######## can_rx_mailbox ########
can_rx_mailbox, cells colored by class:
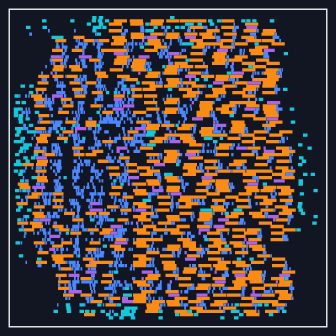

==> src/rtl/can_rx_mailbox.sv <==
// can_rx_mailbox: receive-side message store for the CAN controller.
// Completed frames pass through NFILT ID/mask acceptance filters and
// accepted ones are queued in a DEPTH-entry FIFO that the CPU drains over
// the cs/rs/bytesel/d/q peripheral bus. Frames arriving while the FIFO is
// full are dropped and flagged in a sticky overflow bit.
module can_rx_mailbox #(
  parameter int DEPTH = 4,
  parameter int NFILT = 2
) (
  input  logic        clk,
  input  logic        reset,
  input  logic        cs,
  input  logic [3:0]  rs,
  input  logic [3:0]  bytesel,
  input  logic [31:0] d,
  output logic [31:0] q,
  input  logic        frame_valid,
  input  logic [28:0] frame_id,
  input  logic        frame_ext,
  input  logic        frame_rtr,
  input  logic [3:0]  frame_dlc,
  input  logic [63:0] frame_data,
  output logic        irqrx,
  output logic        irqovf
);

  localparam int AW = $clog2(DEPTH);
  localparam int CW = AW + 1;

  typedef struct packed {
    logic        ext;
    logic        rtr;
    logic [3:0]  dlc;
    logic [2:0]  hit;
    logic [28:0] id;
    logic [63:0] data;
  } entry_t;

  // FIFO storage (not reset; validity is tracked by count)
  entry_t mem [DEPTH];

  logic [AW-1:0] wr_ptr;
  logic [AW-1:0] rd_ptr;
  logic [CW-1:0] count;
  logic          ovf;
  logic [1:0]    irqen;

  // Acceptance filter registers
  logic [28:0] fid   [NFILT];
  logic [28:0] fmsk  [NFILT];
  logic        fext  [NFILT];
  logic        fen   [NFILT];
  logic        fcmp  [NFILT];

  logic       reg_rd;
  logic       reg_wr;
  logic       ctrl_wr;
  logic       empty;
  logic       full;
  logic       flush;
  logic       ovf_clr;
  logic       do_pop;
  logic       do_push;
  logic       ovf_set;
  logic       accept;
  logic [2:0] hit_sel;
  logic [NFILT-1:0] filt_hit;
  entry_t     head;
  entry_t     new_entry;
  logic       unused_bits;

  assign reg_rd  = cs & (bytesel == 4'b0000);
  assign reg_wr  = cs & (bytesel == 4'b1111);
  assign ctrl_wr = reg_wr & (rs == 4'd1);
  assign flush   = ctrl_wr & d[1];
  assign ovf_clr = ctrl_wr & d[2];

  assign empty = (count == '0);
  assign full  = (count == CW'(DEPTH));
  assign head  = mem[rd_ptr];

  // d[29] is reserved in every writable register
  assign unused_bits = d[29];

  // Acceptance: lowest-index hitting filter wins; no enabled filter means accept-all with hit=7
  always_comb begin
    logic any_en;
    logic found;
    logic [2:0] idx;
    any_en   = 1'b0;
    found    = 1'b0;
    idx      = 3'd7;
    filt_hit = '0;
    for (int k = 0; k < NFILT; k++) begin
      filt_hit[k] = fen[k]
                  & (((frame_id ^ fid[k]) & fmsk[k]) == 29'd0)
                  & (~fcmp[k] | (frame_ext == fext[k]));
      if (fen[k]) any_en = 1'b1;
      if (filt_hit[k] && !found) begin
        found = 1'b1;
        idx   = 3'(k);
      end
    end
    accept  = any_en ? found : 1'b1;
    hit_sel = any_en ? idx : 3'd7;
  end

  // Event arbitration: flush beats push/pop; a pop frees the slot for a same-cycle push
  assign do_pop  = ctrl_wr & d[0] & ~empty & ~flush;
  assign do_push = frame_valid & accept & (~full | do_pop) & ~flush;
  assign ovf_set = frame_valid & accept & full & ~do_pop & ~flush;

  assign new_entry = '{ext: frame_ext, rtr: frame_rtr, dlc: frame_dlc,
                       hit: hit_sel, id: frame_id, data: frame_data};

  // Write accepted frames into the slot at wr_ptr
  always_ff @(posedge clk) begin
    if (do_push) mem[wr_ptr] <= new_entry;
  end

  // FIFO pointers, occupancy, overflow flag and interrupt enables
  always_ff @(posedge clk or posedge reset) begin
    if (reset) begin
      wr_ptr <= '0;
      rd_ptr <= '0;
      count  <= '0;
      ovf    <= 1'b0;
      irqen  <= 2'b00;
    end else begin
      if (flush) begin
        wr_ptr <= '0;
        rd_ptr <= '0;
        count  <= '0;
      end else begin
        if (do_push) wr_ptr <= wr_ptr + AW'(1);
        if (do_pop)  rd_ptr <= rd_ptr + AW'(1);
        case ({do_push, do_pop})
          2'b10:   count <= count + CW'(1);
          2'b01:   count <= count - CW'(1);
          default: count <= count;
        endcase
      end
      // set wins over a same-cycle clear
      ovf <= ovf_set | (ovf & ~ovf_clr);
      if (ctrl_wr) irqen <= d[31:30];
    end
  end

  // Filter ID/mask registers, one pair per filter starting at rs4
  always_ff @(posedge clk or posedge reset) begin
    if (reset) begin
      for (int k = 0; k < NFILT; k++) begin
        fid[k]  <= '0;
        fext[k] <= 1'b0;
        fmsk[k] <= '0;
        fen[k]  <= 1'b0;
        fcmp[k] <= 1'b0;
      end
    end else if (reg_wr) begin
      for (int k = 0; k < NFILT; k++) begin
        if (rs == 4'(4 + 2 * k)) begin
          fext[k] <= d[31];
          fid[k]  <= d[28:0];
        end
        if (rs == 4'(5 + 2 * k)) begin
          fen[k]  <= d[31];
          fcmp[k] <= d[30];
          fmsk[k] <= d[28:0];
        end
      end
    end
  end

  // Register read mux; head fields read 0 while the FIFO is empty
  always_comb begin
    entry_t     hv;
    logic [4:0] cnt5;
    hv   = empty ? '0 : head;
    cnt5 = 5'(count);
    q    = 32'h0;
    if (reg_rd) begin
      case (rs)
        4'd0: q = {hv.ext, hv.rtr, 1'b0, hv.id};
        // fields packed from bit 0 upward; the two top bits read 0
        4'd1: q = {2'b00, irqen, 9'h0, hv.hit, 3'h0, cnt5, ovf, full, ~empty, 1'b0, hv.dlc};
        4'd2: q = hv.data[31:0];
        4'd3: q = hv.data[63:32];
        default: begin
          for (int k = 0; k < NFILT; k++) begin
            if (rs == 4'(4 + 2 * k)) q = {fext[k], 2'b00, fid[k]};
            if (rs == 4'(5 + 2 * k)) q = {fen[k], fcmp[k], 1'b0, fmsk[k]};
          end
        end
      endcase
    end
  end

  assign irqrx  = irqen[0] & ~empty;
  assign irqovf = irqen[1] & ovf;

endmodule

==> config.mk <==
export PLATFORM = sky130hd
export DESIGN_NAME = can_rx_mailbox
export DESIGN_NICKNAME = d
export VERILOG_FILES = /design/src/rtl/can_rx_mailbox.sv
export SDC_FILE = /design/constraint.sdc
export NUM_CORES = 1
export LEC_CHECK = 0
export ABC_AREA = 1
export CAP_MARGIN = 40
export CORE_MARGIN = 3
export CORE_UTILIZATION = 35
export CTS_CLUSTER_SIZE = 12
export DETAILED_ROUTE_END_ITERATION = 8
export PLACE_DENSITY_LB_ADDON = 0.12
export SETUP_SLACK_MARGIN = 0.2
export SYNTH_ARGS = -nofsm -noshare
export SYNTH_HDL_FRONTEND = slang
export SYNTH_SLANG_ARGS = --single-unit
==> constraint.sdc <==
create_clock -name clk -period 8.8 [get_ports clk]
set_clock_uncertainty 0.2 [all_clocks]
set_input_delay 1.76 -clock clk [delete_from_list [all_inputs] [get_ports clk]]
set_output_delay 1.76 -clock clk [all_outputs]
set_load 0.05 [all_outputs]
######## serial_add_ctrl ########
===== src/rtl/serial_add_ctrl.sv =====
// Bit-serial adder sequencer: one full-adder cell, LSB first, with a start/busy/done handshake.
// Optional subtract mode is enabled by defining SERIAL_ADD_SUB_EN (adds the i_sub port).
module serial_add_ctrl #(
  parameter int WIDTH = 8
) (
  input  logic             i_clk,
  input  logic             i_rst,
  input  logic             i_start,
  input  logic [WIDTH-1:0] i_a,
  input  logic [WIDTH-1:0] i_b,
  input  logic             i_cin,
`ifdef SERIAL_ADD_SUB_EN
  input  logic             i_sub,
`endif
  output logic             o_busy,
  output logic             o_done,
  output logic [WIDTH-1:0] o_sum,
  output logic             o_cout
);

  localparam int CW = (WIDTH > 1) ? $clog2(WIDTH) : 1;
  localparam logic [CW-1:0] LAST_CNT = CW'(WIDTH - 1);

  typedef enum logic [1:0] {
    S_IDLE,
    S_RUN,
    S_DONE
  } state_t;

  state_t           r_state;
  logic [WIDTH-1:0] r_a_sh;
  logic [WIDTH-1:0] r_b_sh;
  logic [WIDTH-1:0] r_res_sh;
  logic             r_carry;
  logic [CW-1:0]    r_cnt;

  logic             w_s;
  logic             w_c;
  logic [WIDTH-1:0] w_res_next;
  logic [WIDTH-1:0] w_b_load;
  logic             w_c_load;

  // Subtraction is a + ~b + 1, so the same cell serves both operations.
`ifdef SERIAL_ADD_SUB_EN
  assign w_b_load = i_sub ? ~i_b : i_b;
  assign w_c_load = i_sub | i_cin;
`else
  assign w_b_load = i_b;
  assign w_c_load = i_cin;
`endif

  assign w_s        = r_a_sh[0] ^ r_b_sh[0] ^ r_carry;
  assign w_c        = (r_a_sh[0] & r_b_sh[0]) | (r_a_sh[0] & r_carry) | (r_b_sh[0] & r_carry);
  assign w_res_next = {w_s, r_res_sh[WIDTH-1:1]};

  always_ff @(posedge i_clk or posedge i_rst) begin
    if (i_rst) begin
      r_state  <= S_IDLE;
      r_a_sh   <= '0;
      r_b_sh   <= '0;
      r_res_sh <= '0;
      r_carry  <= 1'b0;
      r_cnt    <= '0;
      o_busy   <= 1'b0;
      o_done   <= 1'b0;
      o_sum    <= '0;
      o_cout   <= 1'b0;
    end else begin
      o_done <= 1'b0;
      case (r_state)
        S_IDLE, S_DONE: begin
          if (i_start) begin
            r_a_sh   <= i_a;
            r_b_sh   <= w_b_load;
            r_carry  <= w_c_load;
            r_res_sh <= '0;
            r_cnt    <= '0;
            o_busy   <= 1'b1;
            r_state  <= S_RUN;
          end else begin
            o_busy  <= 1'b0;
            r_state <= S_IDLE;
          end
        end
        S_RUN: begin
          r_a_sh   <= r_a_sh >> 1;
          r_b_sh   <= r_b_sh >> 1;
          r_carry  <= w_c;
          r_res_sh <= w_res_next;
          r_cnt    <= r_cnt + 1'b1;
          // Last bit: publish the whole result at once so sum is never partial.
          if (r_cnt == LAST_CNT) begin
            o_sum   <= w_res_next;
            o_cout  <= w_c;
            o_done  <= 1'b1;
            o_busy  <= 1'b0;
            r_state <= S_DONE;
          end
        end
        default: begin
          o_busy  <= 1'b0;
          r_state <= S_IDLE;
        end
      endcase
    end
  end

endmodule

===== config.mk =====
export PLATFORM = sky130hd
export DESIGN_NAME = serial_add_ctrl
export DESIGN_NICKNAME = d
export VERILOG_FILES = /design/src/rtl/serial_add_ctrl.sv
export SDC_FILE = /design/constraint.sdc
export NUM_CORES = 1
export LEC_CHECK = 0
export CAP_MARGIN = 20
export CORE_MARGIN = 3
export CORE_UTILIZATION = 49
export CTS_BUF_LIST = sky130_fd_sc_hd__clkbuf_2 sky130_fd_sc_hd__clkbuf_4 sky130_fd_sc_hd__clkbuf_8
export DETAILED_ROUTE_END_ITERATION = 7
export MAX_ROUTING_LAYER = met4
export PLACE_DENSITY = 0.84
export REMOVE_ABC_BUFFERS = 1
export SYNTH_ARGS = -nofsm -noshare
export SYNTH_HDL_FRONTEND = slang
export SYNTH_SLANG_ARGS = --single-unit

===== constraint.sdc =====
create_clock -name i_clk -period 1.45 [get_ports i_clk]
set_input_delay 0.29 -clock i_clk [delete_from_list [all_inputs] [get_ports i_clk]]
set_output_delay 0.29 -clock i_clk [all_outputs]
set_load 0.05 [all_outputs]

serial_add_ctrl, clock wiring as the flow saved it:
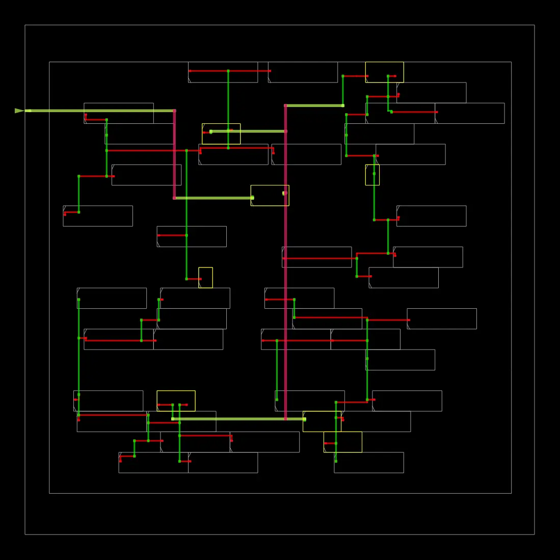
clock latency (worst-skew pair): 0.29 ns
Seq Cell Count: 40

==> out/metrics.cfg, serial_add_ctrl <==
[global_route]
use_met1_pct=23.1
gr-total-overflow=0
grt_busiest_layer=met2

[logic_synthesis]
yosysUniqueCellTypes=25
async_reset_ff_share_pct=100
synth_area_sq_um=1850
avgSynthCellArea_sq_um=11.9
synthCells=156
ys_cells=156

[clock_tree]
cts_hold_buf=0
clock_sinks=40

[layout]
fin_area_sq_um=2490
seq_share_pct=40.1
nNonClkInverters=4

[worst_setup_path]
worstReg2RegStart=r_cnt[1]$_DFFE_PP0P_
crit_path_end=o_sum[5]$_DFFE_PP0P_
critPathArrivalTime_ns=1.59

[place]
dpl_cell_area_sq_um=2370

[timing]
period_used_pct=98.0
worst_pin_slew_ns=0.249

[route]
drc=0

[pwr]
p_per_area_nw_per_um2=2270

[outcome]
status=complete, no violations

serial_add_ctrl: metrics by stage:
| stage | hold WS (ns) | util [%] | std cells |
|---|---|---|---|
| after floorplan | 0.397 | - | 145 |
| after global routing | 0.386 | 71.4 | 242 |
| final | 0.362 | 71.4 | 242 |
| after detailed placement | 0.491 | 67.8 | 233 |
| after global placement | 0.490 | 67.8 | 233 |
| after CTS | 0.367 | 70.9 | 242 |
serial_add_ctrl: power by group through the flow:
stage | logic [mW] | clock network (mW) | registers, mW
after floorplan | 1.19 | 0 | 2.44
after global placement | 2.66 | 0 | 2.06
after detailed placement | 2.78 | 0 | 2.10
after CTS | 2.82 | 0.772 | 2.07
after global routing | 3.07 | 0.821 | 2.16
final | 2.85 | 0.745 | 2.08
serial_add_ctrl: worst reg2reg max path, cell delays in order (launching register included):
cell and delay, ns:
dfrtp_1 0.38, ha_1 0.22, ha_4 0.19, nand2_8 0.09
inv_4 0.09, mux2_2 0.33
serial_add_ctrl: state kept, by name (all words and copies together), names as in the netlist:
name and cells:
r_state 2, o_cout 1, r_res_sh 7, o_busy 1
o_done 1, o_sum 8, r_cnt 3, r_a_sh 8
r_b_sh 8, r_carry 1
can_rx_mailbox, routed clock nets over the placement:
Bar = 100 um.
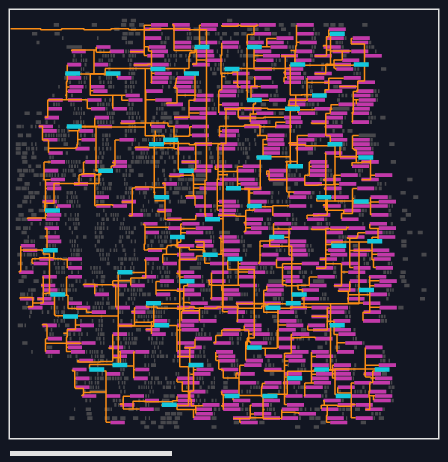
Orange is clock wires, length 6,620 um. Magenta is flip-flops, count 536. Cyan is clock drivers, count 58.
There are 59 routed clock nets. Position of the flops: all over the die.

Notes on 'cells colored by class' of can_rx_mailbox above:
Blue is combinational and other logic, cells 1,578, share of their area 27%. Orange is sequential cells, cells 536, share of their area 58%. Cyan is remaining buffers and delay cells, cells 210, share of their area 8.1%. Purple is clock drivers and dummy loads, cells 104, share of their area 6.7%.

==> out/metrics.cfg, can_rx_mailbox <==
[outcome]
status=complete, no violations

[route]
highest-signal-layer=met4
drtIter0Drc=1247
antenna_left=0
wl_met3_um=3640
drc=0
drt_wl_total_um=71900
wl_per_cell_um=21.9
vias=17200
via_per_inst=5.24

[worst_setup_path]
cp_max_fo=17
crit_path_end=q[10]
rrSetupSlack_ns=5.20
critPathKind=primary input to output pin

[timing]
fmax_mhz=139
tns_ns=0
hold_viol=0
setup_viol=0

[pwr]
pwr-share-comb_pct=15.3
power-top-group=sequential cells
power_frac_clock_pct=35.0
power.internal_mw=4.79
p_seq_share_pct=49.6
finalPower_mw=6.59
p_leak_nw=10.1

[logic_synthesis]
avgSynthCellArea_sq_um=10.4
aoi_share_pct=13.1
floorplan.nets=2381
ys_cells=2233
async_reset_ff_share_pct=24.6
ff_type=edfxtp_1

[global_route]
grt_max_degree=189
antenna_found_initial=1
gr-usage-all-layers_pct=20.1
gr-usage-met2_pct=31.6

[place]
io_buffer_count=175

[clock_tree]
cts_root_buffer=clkbuf_16
cts_buffer_depth=3
clock.latency.late_pin_ns=0.62
cts_setup_buffers=0
path_clk_slew_ns=0.06

[min_path]
whs_path_depth=2
hold_path.class=flop to flop

[layout]
reg_top3=mem x404, fid x58, fmsk x58
comb_area_share_pct=24.2
nNetsFinal=2532
largest_reg_flops=404
flops=536
top_register=mem
nNonClkInverters=158

[die]
tap_cells=855
die_h_um=263

[run]
maxCapViolations=0

-- can_rx_mailbox: synth_stat cells, drive strengths merged, types with 20 or more instances --
cell / count
o21ai: 353
edfxtp: 404
nand4: 20
clkbuf: 77
inv: 156
o22ai: 80
nand2: 422
o211ai: 20
nor3: 21
nand3: 82
nor2: 322
a221oi: 33
a21oi: 32
dfrtp: 132
buf: 42
-- can_rx_mailbox: through the flow --
step | instance area [sq um] | utilization, % | cells | setup WS [ns] | hold slack (ns)
final | 27800 | 42.7 | 3284 | 1.63 | 0.307
after global routing | 27800 | 42.7 | 3283 | 1.42 | 0.341
after CTS | 27800 | 42.7 | 3283 | 1.62 | 0.314
after detailed placement | 26000 | 40.0 | 3179 | 1.64 | 0.298
after global placement | 25900 | 39.8 | 3173 | 1.71 | 0.285
after floorplan | 23200 | - | 2233 | 1.11 | 0.268
-- can_rx_mailbox: critical path: stages --
cell	delay, ns
clkdlybuf4s50_1	0.54
nor2_1	0.51
inv_2	0.35
nor2_1	0.39
nand2_1	0.09
o2111ai_1	0.18
a21oi_1	0.20
nor3_1	0.31
clkdlybuf4s50_1	0.87


## Gallery

Wiring heat map.
Plate I
26 x 26 tiles, from dark blue (low) to red (high), scaled to the fullest tile. Values are wire area over tile area, all layers added.
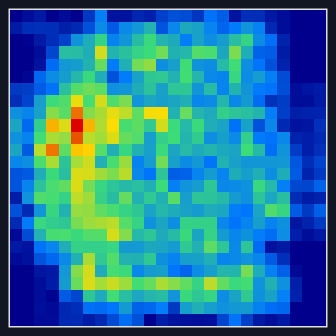
Plate II
13 x 13 tiles, from dark blue (low) to red (high), scaled to the fullest tile. Values are wire area over tile area, all layers added.
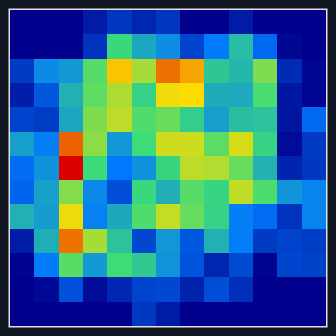
- Plate I = can_rx_mailbox
- Plate II = serial_add_ctrl

Power is estimated from default activity; no workload was simulated.
